==================== block 1
<file path="src/rtl/sequential_divider.sv">
// Iterative restoring divider: one quotient bit per clock with a start/done handshake.
// Optional two's-complement operation is enabled by defining SEQUENTIAL_DIVIDER_SIGNED_EN.
module sequential_divider #(
    parameter int WIDTH = 4
) (
    input  logic             clk,
    input  logic             rst,
    input  logic             start,
    input  logic [WIDTH-1:0] dividend,
    input  logic [WIDTH-1:0] divisor,
    output logic             busy,
    output logic             done,
    output logic [WIDTH-1:0] quotient,
    output logic [WIDTH-1:0] remainder,
    output logic             div_by_zero
);

    localparam int CW = (WIDTH > 2) ? $clog2(WIDTH) : 1;

    typedef enum logic [1:0] {
        S_IDLE   = 2'd0,
        S_RUN    = 2'd1,
        S_FINISH = 2'd2
    } state_t;

    state_t           r_state;
    logic [CW-1:0]    r_count;
    logic [WIDTH-1:0] r_dvd;
    logic [WIDTH-1:0] r_dsr;
    logic [WIDTH-1:0] r_rem;
    logic [WIDTH-1:0] r_quo;
    logic             r_zero;

    logic [WIDTH:0]   w_rem_q;
    logic             w_ge;
    logic [WIDTH-1:0] w_rem_next;
    logic             w_accept;
    logic             w_dsr_zero;
    logic [WIDTH-1:0] w_dvd_mag;
    logic [WIDTH-1:0] w_dsr_mag;
    logic [WIDTH-1:0] w_quo_res;
    logic [WIDTH-1:0] w_rem_res;

    // Partial remainder is one bit wider than the operands so the compare cannot overflow.
    assign w_rem_q    = {r_rem, r_dvd[WIDTH-1]};
    assign w_ge       = (w_rem_q >= {1'b0, r_dsr});
    assign w_rem_next = w_ge ? WIDTH'(w_rem_q - {1'b0, r_dsr}) : w_rem_q[WIDTH-1:0];
    assign w_accept   = start && ((r_state == S_IDLE) || (r_state == S_FINISH));
    assign w_dsr_zero = (divisor == {WIDTH{1'b0}});

`ifdef SEQUENTIAL_DIVIDER_SIGNED_EN
    logic r_neg_q;
    logic r_neg_r;

    function automatic logic [WIDTH-1:0] neg_f(input logic [WIDTH-1:0] v);
        return ~v + {{(WIDTH-1){1'b0}}, 1'b1};
    endfunction

    assign w_dvd_mag = dividend[WIDTH-1] ? neg_f(dividend) : dividend;
    assign w_dsr_mag = divisor[WIDTH-1]  ? neg_f(divisor)  : divisor;
    assign w_quo_res = r_neg_q ? neg_f(r_quo) : r_quo;
    assign w_rem_res = r_neg_r ? neg_f(r_rem) : r_rem;

    // Result signs are captured with the operands and applied during the FINISH load.
    always_ff @(posedge clk) begin
        if (rst) begin
            r_neg_q <= 1'b0;
            r_neg_r <= 1'b0;
        end else if (w_accept) begin
            r_neg_q <= dividend[WIDTH-1] ^ divisor[WIDTH-1];
            r_neg_r <= dividend[WIDTH-1];
        end else begin
            r_neg_q <= r_neg_q;
            r_neg_r <= r_neg_r;
        end
    end
`else
    assign w_dvd_mag = dividend;
    assign w_dsr_mag = divisor;
    assign w_quo_res = r_quo;
    assign w_rem_res = r_rem;
`endif

    // Control FSM, shift/subtract datapath and registered result outputs.
    always_ff @(posedge clk) begin
        if (rst) begin
            r_state     <= S_IDLE;
            r_count     <= {CW{1'b0}};
            r_dvd       <= {WIDTH{1'b0}};
            r_dsr       <= {WIDTH{1'b0}};
            r_rem       <= {WIDTH{1'b0}};
            r_quo       <= {WIDTH{1'b0}};
            r_zero      <= 1'b0;
            busy        <= 1'b0;
            done        <= 1'b0;
            quotient    <= {WIDTH{1'b0}};
            remainder   <= {WIDTH{1'b0}};
            div_by_zero <= 1'b0;
        end else begin
            done <= 1'b0;
            case (r_state)
                S_IDLE: begin
                    r_state <= S_IDLE;
                    busy    <= 1'b0;
                end
                S_RUN: begin
                    r_dvd <= {r_dvd[WIDTH-2:0], 1'b0};
                    r_rem <= w_rem_next;
                    r_quo <= {r_quo[WIDTH-2:0], w_ge};
                    if (r_count == {CW{1'b0}}) begin
                        r_state <= S_FINISH;
                    end else begin
                        r_count <= r_count - {{(CW-1){1'b0}}, 1'b1};
                    end
                end
                S_FINISH: begin
                    done    <= 1'b1;
                    r_state <= S_IDLE;
                    busy    <= 1'b0;
                    // The zero-divide path never shifts r_dvd, so it still holds the raw dividend.
                    if (r_zero) begin
                        quotient    <= {WIDTH{1'b1}};
                        remainder   <= r_dvd;
                        div_by_zero <= 1'b1;
                    end else begin
                        quotient    <= w_quo_res;
                        remainder   <= w_rem_res;
                        div_by_zero <= 1'b0;
                    end
                end
                default: begin
                    r_state <= S_IDLE;
                    busy    <= 1'b0;
                end
            endcase
            // Acceptance overrides the FINISH->IDLE step to allow back-to-back operation.
            if (w_accept) begin
                busy    <= 1'b1;
                r_count <= CW'(WIDTH - 1);
                r_rem   <= {WIDTH{1'b0}};
                r_quo   <= {WIDTH{1'b0}};
                r_zero  <= w_dsr_zero;
                r_dsr   <= w_dsr_mag;
                r_dvd   <= w_dsr_zero ? dividend : w_dvd_mag;
                r_state <= w_dsr_zero ? S_FINISH : S_RUN;
            end
        end
    end

endmodule

</file>
<file path="config.mk">
export PLATFORM = sky130hd
export DESIGN_NAME = sequential_divider
export DESIGN_NICKNAME = d
export VERILOG_FILES = /design/src/rtl/sequential_divider.sv
export SDC_FILE = /design/constraint.sdc
export NUM_CORES = 1
export LEC_CHECK = 0
export CAP_MARGIN = 40
export CORE_MARGIN = 3
export CORE_UTILIZATION = 45
export CTS_BUF_LIST = sky130_fd_sc_hd__clkbuf_4
export CTS_CLUSTER_DIAMETER = 40
export CTS_CLUSTER_SIZE = 14
export DETAILED_ROUTE_END_ITERATION = 8
export GPL_ROUTABILITY_DRIVEN = 0
export PLACE_DENSITY = 0.79
export SLEW_MARGIN = 20
export SYNTH_ARGS = -nofsm -noshare
export SYNTH_HDL_FRONTEND = slang
export SYNTH_SLANG_ARGS = --single-unit
</file>
<file path="constraint.sdc">
create_clock -name clk -period 2.2 [get_ports clk]
set_input_delay 0.33 -clock clk [delete_from_list [all_inputs] [get_ports clk]]
set_output_delay 0.33 -clock clk [all_outputs]
set_load 0.02 [all_outputs]
</file>
==> block_1/metal_stack.png <==
The bar under the picture is 20 um long. Two of the layers only.
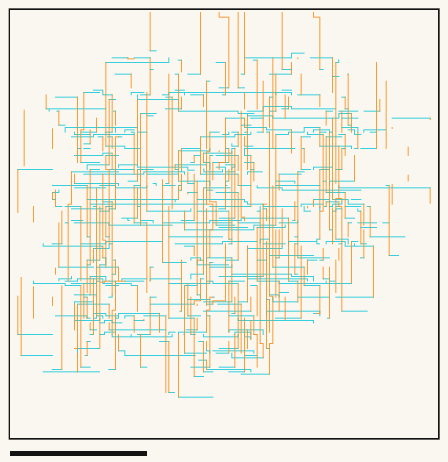
color	layer	wire length
cyan	met1	1,230 um
orange	met2	1,520 um
GRT Util Overall: 17.04%
DR WL/cell: 12.61 um
via count: 1,199
total wire length: 2939 um

==> reports/qor.yml <==
synth.distinct_cells: 26
slowest_stage: "dfxtp_1"
port_buffers: 21
final_common_cell: "dfxtp_1"
dr.max_layer_used: "met4"
dieHeight_um: 62.57
synthCells: 168
setup_tns_ns: 0
grt_pass1_wl_um: 5250
tightest_slew_ns: 0.5570
critPathMaxStageDelay_ns: 0.35
netlist.area_leader.share_pct: 44.48
design_area_um2: 1743
status: "complete, no violations"
min_path_cells: 2
clock-sinks: 32
cts_buffers: 5
clockRootBuffer: "clkbuf_4"
slew_headroom_pct: 62.87
max-clock-path-buffers: 2
grt_use_met1_pct: 19.69
num-nonclk-inverters: 8
ios: 22
avgViaCountPerCell: 5.146
drt_iter0_markers: 26
rsz0062_at_grt: "false"
most_common_cell: "dfxtp_1"
buffer_area_share_pct: 13.78
final_util_pct: 60.09
fin_crit_ns: 1.843
hold_start: "r_quo[3]"
skew_ns: 0.007251
ctsResizeCount: 0
post-place-ws_ns: 0.3855
nMultiInputCombCells: 118
ff2ff_path_depth: 7
clkCellAreaFrac_pct: 3.230
==> block_1/met2.png <==
The bar under the picture is 20 um long.
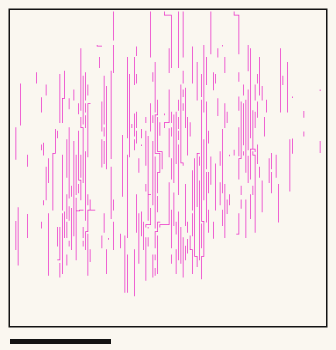
share of all routed wire	52%
nets with wire on the layer	170
main direction	vertical
longest straight run	24.0 um
wire length on this layer	1,520 um
met2 GRT Util: 29.56%

[power by group]
| part | internal [mW] | switching [mW] |
|---|---|---|
| logic | 0.109 | 0.127 |
| registers | 0.611 | 0.0236 |
| clock network | 0.147 | 0.187 |
| total | 0.867 | 0.337 |
[cells by family after synthesis]
family / share of synthesized area (%)
AND-OR/OR-AND: 15.90
flip-flops: 44.48
multiplexers: 6.951
adder cells (fa/ha/maj): 5.734
XOR/XNOR: 1.825
AND/OR/NAND/NOR: 19.81
buffers and inverters: 5.300

==================== block 2
==> block_2/metal_stack.png <==
The bar under the picture is 20 um long. Two of the layers only.
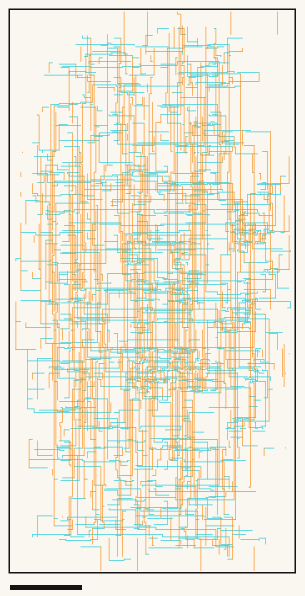
==> block_2/met2.png <==
The bar under the picture is 20 um long.
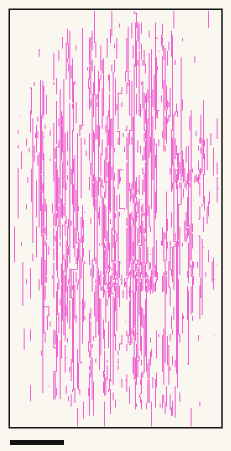
==> block_2/met3.png <==
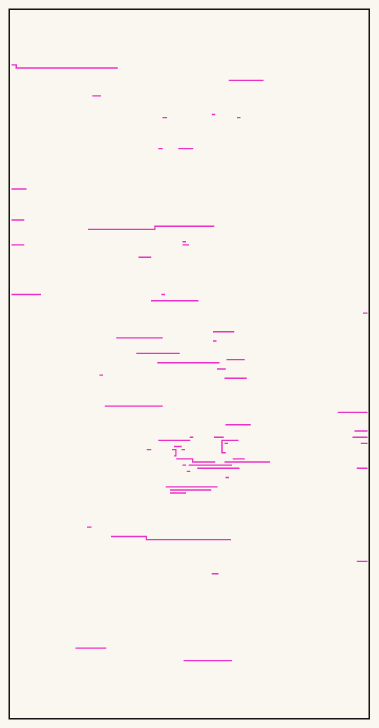
--- src/rtl/ht_decode.sv ---
// rtl/ht_decode.sv - serial Huffman decoder with a loadable 8-entry code table
// Optional HT_DECODE_ERR_EN: flag and abort on an undecodable 7-bit sequence.
module ht_decode #(
  parameter int NUM_CHAR = 5
) (
  input  logic       clk,
  input  logic       rst,
  input  logic       tbl_valid,
  input  logic [2:0] tbl_len,
  input  logic [6:0] tbl_code,
  input  logic       bit_valid,
  input  logic       bit_in,
  output logic       out_valid,
  output logic [2:0] out_char,
  output logic       out_last,
  output logic       out_err
);
  typedef enum logic [1:0] {IDLE, LOAD, DECODE} state_t;
  localparam logic [3:0] LAST_CNT = 4'(NUM_CHAR - 1);

  state_t     state;
  logic [2:0] len_rf  [8];
  logic [6:0] code_rf [8];
  logic [6:0] acc;
  logic [2:0] k;
  logic [3:0] ccnt;
  logic [2:0] idx;
  logic [6:0] nacc;
  logic [6:0] mask;
  logic [2:0] nk;
  logic [2:0] hit_char;
  logic       hit;

`ifdef HT_DECODE_ERR_EN
  logic err_q;
  assign out_err = err_q;
`else
  assign out_err = 1'b0;
`endif

  assign nacc = {acc[5:0], bit_in};
  assign nk   = k + 3'd1;
  assign mask = ~(7'h7f << nk);

  // Scan high to low so the lowest matching index is the one left standing.
  always_comb begin
    hit      = 1'b0;
    hit_char = 3'd0;
    for (int c = 7; c >= 0; c--) begin
      if (len_rf[c] == nk && ((code_rf[c] ^ nacc) & mask) == 7'd0) begin
        hit      = 1'b1;
        hit_char = 3'(c);
      end
    end
  end

  always_ff @(posedge clk or posedge rst) begin
    if (rst) begin
      state     <= IDLE;
      acc       <= 7'd0;
      k         <= 3'd0;
      ccnt      <= 4'd0;
      idx       <= 3'd0;
      out_valid <= 1'b0;
      out_char  <= 3'd0;
      out_last  <= 1'b0;
`ifdef HT_DECODE_ERR_EN
      err_q     <= 1'b0;
`endif
      for (int i = 0; i < 8; i++) begin
        len_rf[i]  <= 3'd0;
        code_rf[i] <= 7'd0;
      end
    end else begin
      out_valid <= 1'b0;
      out_char  <= 3'd0;
      out_last  <= 1'b0;
`ifdef HT_DECODE_ERR_EN
      err_q     <= 1'b0;
`endif
      case (state)
        IDLE: begin
          acc  <= 7'd0;
          k    <= 3'd0;
          ccnt <= 4'd0;
          if (tbl_valid) begin
            len_rf[0]  <= tbl_len;
            code_rf[0] <= tbl_code;
            idx        <= 3'd1;
            state      <= LOAD;
          end
        end
        LOAD: begin
          if (tbl_valid) begin
            len_rf[idx]  <= tbl_len;
            code_rf[idx] <= tbl_code;
            idx          <= idx + 3'd1;
            if (idx == 3'd7) state <= DECODE;
          end
        end
        DECODE: begin
          if (bit_valid) begin
            if (hit) begin
              out_valid <= 1'b1;
              out_char  <= hit_char;
              acc       <= 7'd0;
              k         <= 3'd0;
              ccnt      <= ccnt + 4'd1;
              if (ccnt == LAST_CNT) begin
                out_last <= 1'b1;
                state    <= IDLE;
              end
            end else if (nk != 3'd7) begin
              acc <= nacc;
              k   <= nk;
            end else begin
              acc <= 7'd0;
              k   <= 3'd0;
`ifdef HT_DECODE_ERR_EN
              err_q <= 1'b1;
              state <= IDLE;
`endif
            end
          end
        end
        default: state <= IDLE;
      endcase
    end
  end
endmodule

--- config.mk ---
export PLATFORM = sky130hd
export DESIGN_NAME = ht_decode
export DESIGN_NICKNAME = d
export VERILOG_FILES = /design/src/rtl/ht_decode.sv
export SDC_FILE = /design/constraint.sdc
export NUM_CORES = 1
export LEC_CHECK = 0
export ABC_CLOCK_PERIOD_IN_PS = 6300
export CAP_MARGIN = 20
export CORE_ASPECT_RATIO = 2
export CORE_UTILIZATION = 45
export DETAILED_ROUTE_END_ITERATION = 10
export GPL_ROUTABILITY_DRIVEN = 0
export REMOVE_ABC_BUFFERS = 1
export SYNTH_ARGS = -nofsm -noshare
export SYNTH_HDL_FRONTEND = slang
export SYNTH_SLANG_ARGS = --single-unit
--- constraint.sdc ---
create_clock -name clk -period 6.3 [get_ports clk]
set_input_delay 1.26 -clock clk [delete_from_list [all_inputs] [get_ports clk]]
set_output_delay 1.26 -clock clk [all_outputs]
set_load 0.05 [all_outputs]
==> reports/qor.yml <==
antenna_found_initial: 0
wl_met1_um: 4681
skew_ns: 0.005555
vdd_drop_max_uv: 215.5
slew_violations: 0
common_cells: "103 x dfrtp_1, 80 x mux2_2, 54 x xor2_1, 26 x xnor2_1, 18 x nand2_1"
dieWidth_um: 78.59
finalSetupViolations: 0
worstPathArrival_ns: 4.05
worst-path-buf-inv: 1
nNonClkBuffers: 23
ys_sh_simple_pct: 6.755
diodes: 0
timing.rr.end: "k[0]"
grt_use_met1_pct: 23.95
drt_iter0_markers: 240
crit_path_end_kind: "register"
mostFrequentLayoutCells: "103 x dfrtp_1, 80 x mux2_2, 54 x xor2_1"
grt_max_degree: 59
floorplan.core_util_pct: 46.49
fmax_mhz: 261.4
max-clock-path-buffers: 2
yosys_area_um2: 5279
path_max_fanout: 20
status: "complete, no violations"
dieArea_um2: 12190
ys_top_logic_family: "multiplexers"
tightest_slew_ns: 0.8343
xor_share_pct: 13.27
ff2ff_path_depth: 10
worstSetupPathType: "reg2reg"
drv_cap: 0
hold_viol_final: 0
hold_buffers: 0
clkCellAreaFrac_pct: 5.700
cp-start-kind: "register"
grt_pass1_wl_um: 19680
## Picture notes: block_2/metal_stack.png
color	layer	wire length
orange	met2	7,050 um
cyan	met1	4,680 um
total wire length: 12,750 um
GRT Util Overall: 22.49%
via count: 3,353
DR WL/cell: 21.87 um

## Picture notes: block_2/met2.png
nets with wire on the layer	421
share of all routed wire	55%
wire length on this layer	7,050 um
longest straight run	75.8 um
met2 GRT Util: 40.66%

## Picture notes: block_2/met3.png
wire length on this layer	305 um
main direction	horizontal
GR Util met3: 2.757%

-- power breakdown --
group	switching (mW)	total, mW	internal (mW)
Clock	0.246	0.634	0.388
Sequential	0.217	1.15	0.931
Combinational	0.442	0.936	0.494
Total	0.905	2.72	1.81
-- per-stage QoR --
step	area (um^2)	total power, mW	hold WS (ns)	utilization, %
final	5883	2.718	0.5232	51.81
after detailed placement	5543	2.100	0.5039	48.82
after floorplan	5150	1.810	0.4665	-
after global placement	5543	2.070	0.4872	48.82
after CTS	5878	2.737	0.5121	51.77
after global routing	5883	2.858	0.5393	51.81

==================== block 3
==> block_3/final_clocks.png <==
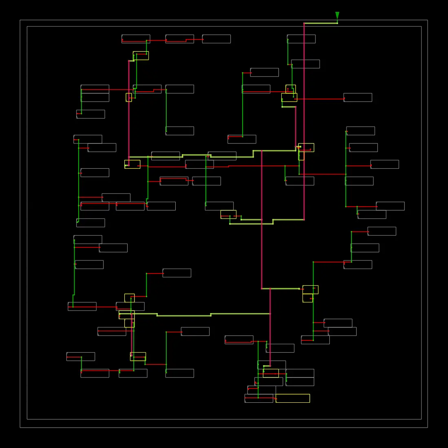
==> block_3/met2.png <==
The bar under the picture is 50 um long.
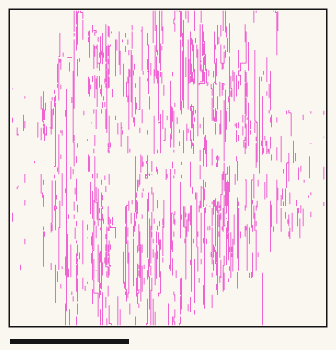
### src/rtl/inst_loop_ctrl.sv
// Instruction sequencer: walks the program from address 0 to the configured end
// address, repeats one loop body a programmed number of times and freezes the PC
// while the datapath stalls.
module inst_loop_ctrl #(
  parameter int unsigned InstMemDepth   = 128,
  parameter int unsigned LoopCountWidth = 16,
  parameter int unsigned InstAddrWidth  = $clog2(InstMemDepth)
) (
  input  logic                      clk_i,
  input  logic                      rst_ni,
  input  logic                      start_i,
  input  logic                      clr_i,
  input  logic                      stall_i,
  input  logic [InstAddrWidth-1:0]  cfg_prog_end_addr_i,
  input  logic [InstAddrWidth-1:0]  cfg_loop_start_addr_i,
  input  logic [InstAddrWidth-1:0]  cfg_loop_end_addr_i,
  input  logic [LoopCountWidth-1:0] cfg_loop_count_i,
  output logic [InstAddrWidth-1:0]  inst_addr_o,
  output logic                      inst_en_o,
  output logic                      busy_o,
  output logic                      done_o,
  output logic [LoopCountWidth-1:0] loop_iter_o
);

  typedef enum logic [1:0] {StIdle, StRun, StDone} state_e;

  state_e                    r_state, w_state_next;
  logic [InstAddrWidth-1:0]  r_pc, w_pc_next;
  logic [LoopCountWidth-1:0] r_iter, w_iter_next;

  logic [InstAddrWidth-1:0]  r_prog_end, r_loop_start, r_loop_end;
  logic [LoopCountWidth-1:0] r_eff_count;

  logic                      w_cfg_latch;
  logic                      w_loop_valid;
  logic                      w_loop_back;
  logic [LoopCountWidth:0]   w_iter_inc;
  logic [InstAddrWidth-1:0]  w_pc_inc;

  assign w_cfg_latch  = (r_state == StIdle) && start_i && !clr_i;
  // A loop that is inverted or reaches past the program end is ignored entirely.
  assign w_loop_valid = (r_loop_start <= r_loop_end) && (r_loop_end <= r_prog_end);
  // One extra bit keeps the +1 comparison exact even at the counter limit.
  assign w_iter_inc   = {1'b0, r_iter} + {{LoopCountWidth{1'b0}}, 1'b1};
  assign w_loop_back  = w_loop_valid && (r_pc == r_loop_end) &&
                        (w_iter_inc < {1'b0, r_eff_count});
  // Wrap explicitly so non-power-of-two depths still stay inside the memory.
  assign w_pc_inc     = (r_pc == InstAddrWidth'(InstMemDepth - 1)) ? '0 :
                        r_pc + InstAddrWidth'(1);

  // Latch configuration at start; a zero loop count behaves as a single pass.
  always_ff @(posedge clk_i or negedge rst_ni) begin
    if (!rst_ni) begin
      r_prog_end   <= '0;
      r_loop_start <= '0;
      r_loop_end   <= '0;
      r_eff_count  <= '0;
    end else if (w_cfg_latch) begin
      r_prog_end   <= cfg_prog_end_addr_i;
      r_loop_start <= cfg_loop_start_addr_i;
      r_loop_end   <= cfg_loop_end_addr_i;
      r_eff_count  <= (cfg_loop_count_i == '0) ? LoopCountWidth'(1) : cfg_loop_count_i;
    end
  end

  // State, PC and iteration registers.
  always_ff @(posedge clk_i or negedge rst_ni) begin
    if (!rst_ni) begin
      r_state <= StIdle;
      r_pc    <= '0;
      r_iter  <= '0;
    end else begin
      r_state <= w_state_next;
      r_pc    <= w_pc_next;
      r_iter  <= w_iter_next;
    end
  end

  // Next state: clear wins, then the per-state rules; stalls hold everything.
  always_comb begin
    w_state_next = r_state;
    w_pc_next    = r_pc;
    w_iter_next  = r_iter;
    if (clr_i) begin
      w_state_next = StIdle;
      w_pc_next    = '0;
      w_iter_next  = '0;
    end else begin
      unique case (r_state)
        StIdle: begin
          if (start_i) begin
            w_state_next = StRun;
            w_pc_next    = '0;
            w_iter_next  = '0;
          end
        end
        StRun: begin
          if (!stall_i) begin
            if (w_loop_back) begin
              w_pc_next   = r_loop_start;
              w_iter_next = w_iter_inc[LoopCountWidth-1:0];
            end else if (r_pc == r_prog_end) begin
              w_state_next = StDone;
              w_iter_next  = '0;
            end else begin
              w_pc_next = w_pc_inc;
              if (r_pc == r_loop_end) begin
                w_iter_next = '0;
              end
            end
          end
        end
        StDone: begin
          w_state_next = StIdle;
          w_pc_next    = '0;
        end
        default: begin
          w_state_next = StIdle;
          w_pc_next    = '0;
          w_iter_next  = '0;
        end
      endcase
    end
  end

  // Outputs decoded from the state register; enable also gated by stall.
  always_comb begin
    inst_addr_o = r_pc;
    loop_iter_o = r_iter;
    inst_en_o   = 1'b0;
    busy_o      = 1'b0;
    done_o      = 1'b0;
    unique case (r_state)
      StRun: begin
        busy_o    = 1'b1;
        inst_en_o = !stall_i;
      end
      StDone:  done_o = 1'b1;
      default: ;
    endcase
  end

endmodule
### config.mk
export PLATFORM = sky130hd
export DESIGN_NAME = inst_loop_ctrl
export DESIGN_NICKNAME = d
export VERILOG_FILES = /design/src/rtl/inst_loop_ctrl.sv
export SDC_FILE = /design/constraint.sdc
export NUM_CORES = 1
export LEC_CHECK = 0
export ABC_AREA = 1
export CAP_MARGIN = 20
export CELL_PAD_IN_SITES_DETAIL_PLACEMENT = 1
export CELL_PAD_IN_SITES_GLOBAL_PLACEMENT = 2
export CORE_MARGIN = 2
export CORE_UTILIZATION = 25
export CTS_BUF_LIST = sky130_fd_sc_hd__clkbuf_4 sky130_fd_sc_hd__clkbuf_8
export DETAILED_ROUTE_END_ITERATION = 8
export PLACE_DENSITY = 0.67
export SLEW_MARGIN = 10
export SYNTH_ARGS = -nofsm -noshare
export SYNTH_HDL_FRONTEND = slang
export SYNTH_SLANG_ARGS = --single-unit
### constraint.sdc
create_clock -name clk_i -period 4.24 [get_ports clk_i]
set_clock_uncertainty 0.05 [all_clocks]
set_input_delay 0.424 -clock clk_i [delete_from_list [all_inputs] [get_ports clk_i]]
set_output_delay 0.424 -clock clk_i [all_outputs]
set_load 0.02 [all_outputs]
==> reports/qor.yml <==
gr-total-overflow: 0
instances_no_fill: 821
largest_class: "logic gates"
fin_nets: 669
synth_stat.cells: 528
diodes: 0
wl_met2_um: 5391
rsz0062_at_grt: "false"
status: "complete, no violations"
maxPowerGroup: "sequential cells"
core-area_um2: 16410
xor_share_pct: 4.022
insertion_delay_ns: 0.38
top_usage_layer: "met2"
clockRootBuffer: "clkbuf_8"
power_mw: 1.843
nMultiInputCombCells: 378
drtAntennaViolNets: 0
numSequentialCells: 62
pg_seq_uw: 766
Notes on block_3/final_clocks.png above:
clock distribution power: 545 uW
Inserted Clock Buffers: 9

Notes on block_3/met2.png above:
main direction	vertical
nets with wire on the layer	555
longest straight run	93.2 um
share of all routed wire	45%
wire length on this layer	5,390 um

[worst max-delay path, cell delays in order (launching register included)]
cell	delay, ns
dfrtp_1	0.45
ha_1	0.24
nand2_2	0.08
nor2_4	0.18
nand2_4	0.09
xor2_1	0.13
inv_1	0.11
ha_1	0.31
nand2_1	0.07
nor2_1	0.17
nand3_1	0.09
nand3_1	0.13
nand2_1	0.08
nand2_1	0.09
nand2_2	0.15
nand2_2	0.19
nand3_2	0.10
nand2_4	0.11
clkinv_2	0.11
nand2_1	0.08
nand2_1	0.05

==================== block 4
File: config.mk
export PLATFORM = sky130hd
export DESIGN_NAME = icon_update_ctrl
export DESIGN_NICKNAME = d
export VERILOG_FILES = /design/src/rtl/icon_update_ctrl.sv
export SDC_FILE = /design/constraint.sdc
export NUM_CORES = 1
export LEC_CHECK = 0
export CORE_MARGIN = 8
export CORE_UTILIZATION = 51
export DETAILED_ROUTE_END_ITERATION = 7
export PLACE_DENSITY = 0.81
export RECOVER_POWER = 100
export SLEW_MARGIN = 10
export SYNTH_ARGS = -nofsm -noshare
export SYNTH_HDL_FRONTEND = slang
export SYNTH_SLANG_ARGS = --single-unit
File: constraint.sdc
create_clock -name clk -period 6.2 [get_ports clk]
set_input_delay 0.93 -clock clk [delete_from_list [all_inputs] [get_ports clk]]
set_output_delay 0.93 -clock clk [all_outputs]
set_load 0.03 [all_outputs]
File: src/rtl/icon_update_ctrl.sv
// icon_update_ctrl
// Accepts icon location/image update requests at any time, holds them in
// shadow registers and commits them to the live registers only at the frame
// boundary, so a visible frame never shows a half-updated icon. Also produces
// the registered icon-window hit flag and icon ROM address for the current
// display pixel.
module icon_update_ctrl #(
    parameter logic [7:0] INIT_X   = 8'd64,
    parameter logic [7:0] INIT_Y   = 8'd64,
    parameter logic [9:0] VIS_ROWS = 10'd480
) (
    input  logic       clk,
    input  logic       reset,
    input  logic [9:0] pixCol,
    input  logic [9:0] pixRow,
    input  logic       updReq,
    input  logic [7:0] updLocX,
    input  logic [7:0] updLocY,
    input  logic [1:0] updSel,
    output logic       updAck,
    output logic [7:0] locX,
    output logic [7:0] locY,
    output logic [1:0] iconSel,
    output logic [9:0] iconAddr,
    output logic       iconHit,
    output logic       frameTick,
    output logic       updPending,
    output logic [7:0] dropCnt
);

    typedef enum logic [1:0] {
        IDLE    = 2'd0,
        PENDING = 2'd1,
        COMMIT  = 2'd2
    } state_t;

    state_t     state;
    logic [7:0] shadowX;
    logic [7:0] shadowY;
    logic [1:0] shadowSel;

    logic       boundary;
    logic [9:0] colOrg;
    logic [9:0] rowOrg;
    logic [9:0] dc;
    logic [9:0] dr;
    logic       inWin;

    // Saturating increment for the dropped-update counter.
    function automatic logic [7:0] satInc(input logic [7:0] val);
        return (val == 8'hFF) ? val : val + 8'd1;
    endfunction

    // First pixel of the first non-visible row marks the frame boundary.
    assign boundary = (pixRow == VIS_ROWS) && (pixCol == 10'd0);

    // Both PENDING and COMMIT hold an update that is not yet visible.
    assign updPending = (state != IDLE);

    // Icon window: 16x16 pixels whose origin is the committed location scaled by 4.
    // The explicit >= tests reject pixels left/above the origin whose wrapped
    // difference would otherwise look small.
    always_comb begin
        colOrg = {locX, 2'b00};
        rowOrg = {locY, 2'b00};
        dc     = pixCol - colOrg;
        dr     = pixRow - rowOrg;
        inWin  = (pixCol >= colOrg) && (dc <= 10'd15) &&
                 (pixRow >= rowOrg) && (dr <= 10'd15);
    end

    // Update FSM: capture into shadow, overwrite while pending, commit at the boundary.
    always_ff @(posedge clk) begin
        if (reset) begin
            state     <= IDLE;
            shadowX   <= 8'd0;
            shadowY   <= 8'd0;
            shadowSel <= 2'd0;
            locX      <= INIT_X;
            locY      <= INIT_Y;
            iconSel   <= 2'd0;
            dropCnt   <= 8'd0;
            updAck    <= 1'b0;
            frameTick <= 1'b0;
        end else begin
            frameTick <= boundary;
            updAck    <= 1'b0;
            case (state)
                IDLE: begin
                    if (updReq) begin
                        shadowX   <= updLocX;
                        shadowY   <= updLocY;
                        shadowSel <= updSel;
                        updAck    <= 1'b1;
                        state     <= PENDING;
                    end
                end
                PENDING: begin
                    // The boundary wins over a simultaneous request; a request
                    // still held is picked up again once back in IDLE.
                    if (boundary) begin
                        state <= COMMIT;
                    end else if (updReq) begin
                        shadowX   <= updLocX;
                        shadowY   <= updLocY;
                        shadowSel <= updSel;
                        updAck    <= 1'b1;
                        dropCnt   <= satInc(dropCnt);
                    end
                end
                COMMIT: begin
                    locX    <= shadowX;
                    locY    <= shadowY;
                    iconSel <= shadowSel;
                    state   <= IDLE;
                end
                default: begin
                    state <= IDLE;
                end
            endcase
        end
    end

    // Registered hit flag and ROM address, one cycle behind the pixel coordinates.
    always_ff @(posedge clk) begin
        if (reset) begin
            iconHit  <= 1'b0;
            iconAddr <= 10'd0;
        end else begin
            iconHit  <= inWin;
            iconAddr <= inWin ? {iconSel, dr[3:0], dc[3:0]} : 10'd0;
        end
    end

endmodule

==> block_4/metal_stack.png <==
The bar under the picture is 20 um long. Two of the layers only.
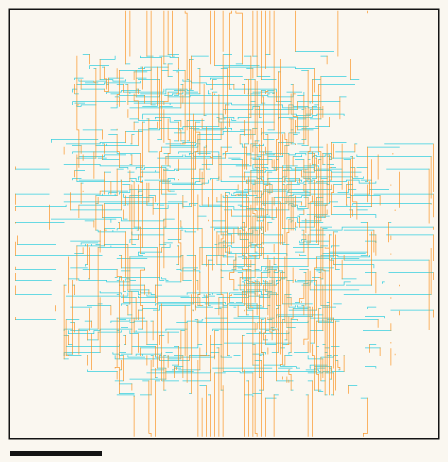
color	layer	wire length
orange	met2	3,630 um
cyan	met1	3,250 um

==> block_4/met3.png <==
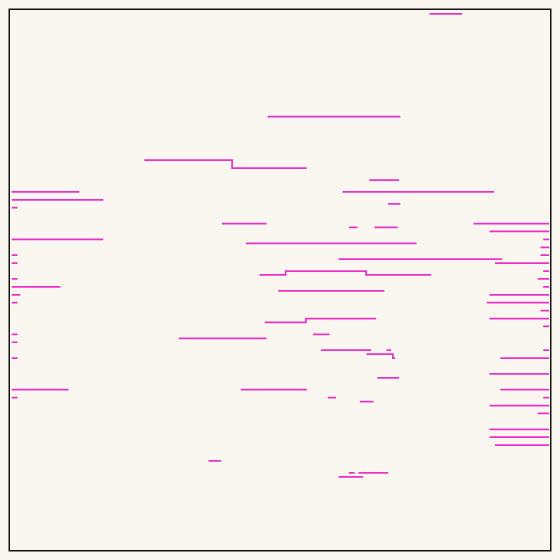
nets with wire on the layer	55
longest straight run	29.0 um

==> reports/qor.yml <==
synth_nets: 399
drv_cap: 1
insertion_delay_ns: 0.33
largest_area_cell: "dfxtp_1"
drc: 0
tightest_slew_ns: 2.016
power_uw: 891.1
p_clk_share_pct: 44.0
synth-compound-area-share_pct: 13.39
buffer_area_share_pct: 20.09
fmax_mhz: 265.6
final_common_cell: "dfxtp_1"
slew_violations: 49
clkCellAreaFrac_pct: 5.607
fin_crit_ns: 3.765
violations: "capacitance limit, slew limit"
power.switching_uw: 202.1
num-nonclk-inverters: 22
cts_tree: "built"
fillers: 511
hold_ws_ns: 0.4537
setup_ws_ns: 2.435
ys_sh_simple_pct: 22.84
comb_area_um2: 1660
p_comb_uw: 106
clockRootBuffer: "clkbuf_8"
ys_async_sr_fraction_pct: 0
status: "complete, but fails checks"
ys.flops: 59
final_util_pct: 69.84
setup_tns_ns: 0
xor_share_pct: 3.494
yosysWarnings: 0
## final timing paths
path	cells after the start	slack, ns	end	from
max	8	2.44	shadowX[0]	pixRow[9]
min	2	0.45	locY[0]	shadowY[0]
max reg2reg	9	3.36	iconAddr[4]	locY[0]
min reg2reg	2	0.45	locY[0]	shadowY[0]
## routing by layer
layer	up-vias	part of all wire [%]	GRT usage (%)	wire length [um]
met2	83	48	28.70	3629
li1	1345	-	-	-
met4	0	2.8	8.322	214
met3	16	6.5	5.421	490
met1	1234	43	21.30	3250
met5	-	0	0	0


==> screenshots <==
PDN straps and rails.
picture 1
The bar under the picture is 50 um long. Pins as bars on the die edge.
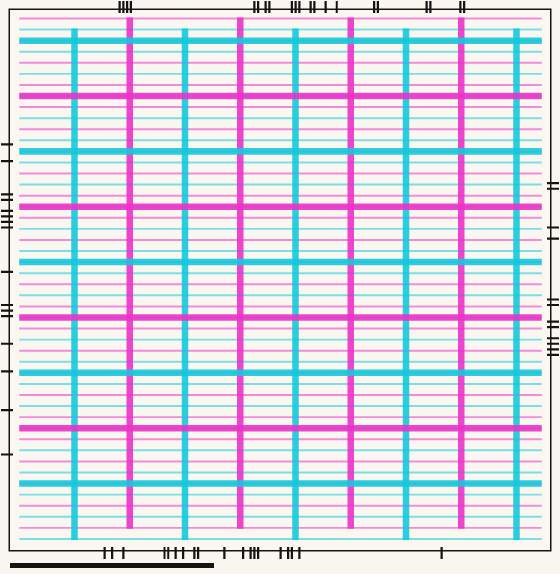
picture 2
The bar under the picture is 20 um long. Pins as bars on the die edge.
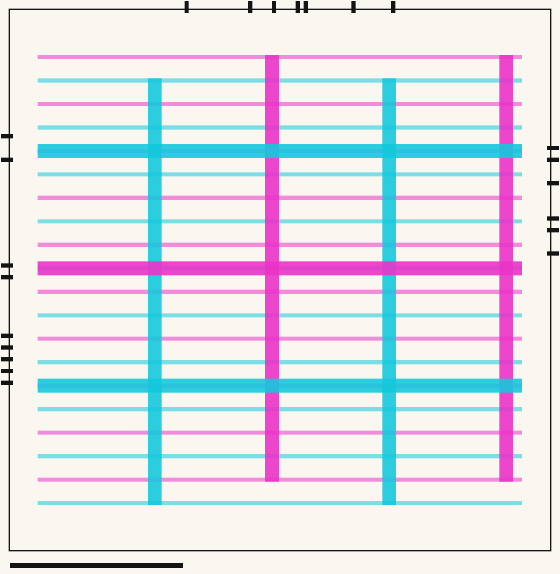
picture 3
The bar under the picture is 20 um long. Pins as bars on the die edge.
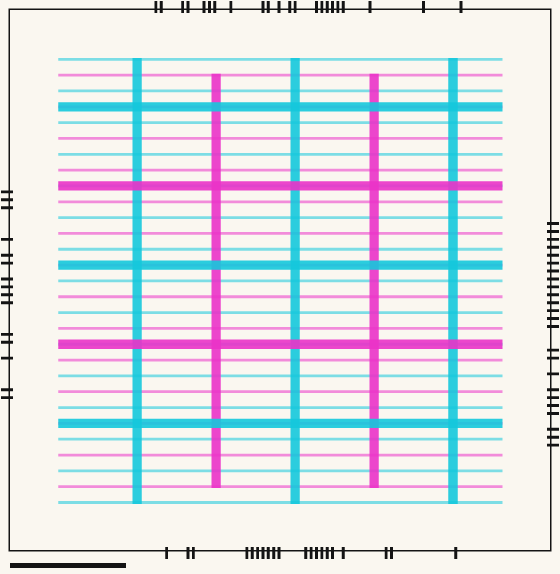
picture 4
The bar under the picture is 20 um long. Pins as bars on the die edge.
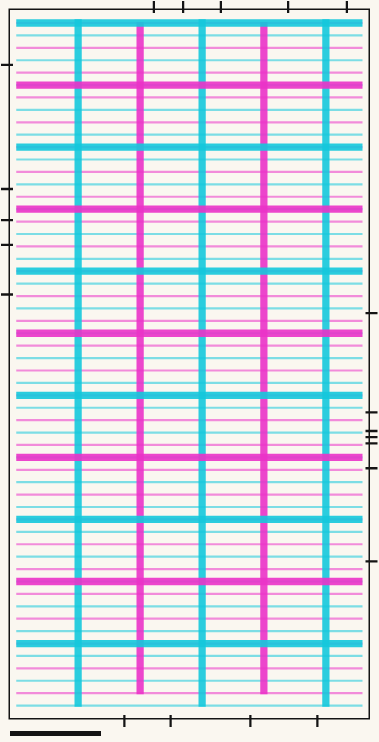
block 4: picture 3
block 3: picture 1
block 1: picture 2
block 2: picture 4
- largest die: picture 1
- smallest die: picture 2

Key to picture 4:
color	net
magenta	VDD
cyan	VSS
signal pins	21
met4 straps	5
met1 rails	56
rows	55

Power figures rest on the tool's default switching activity, not on a simulated workload.
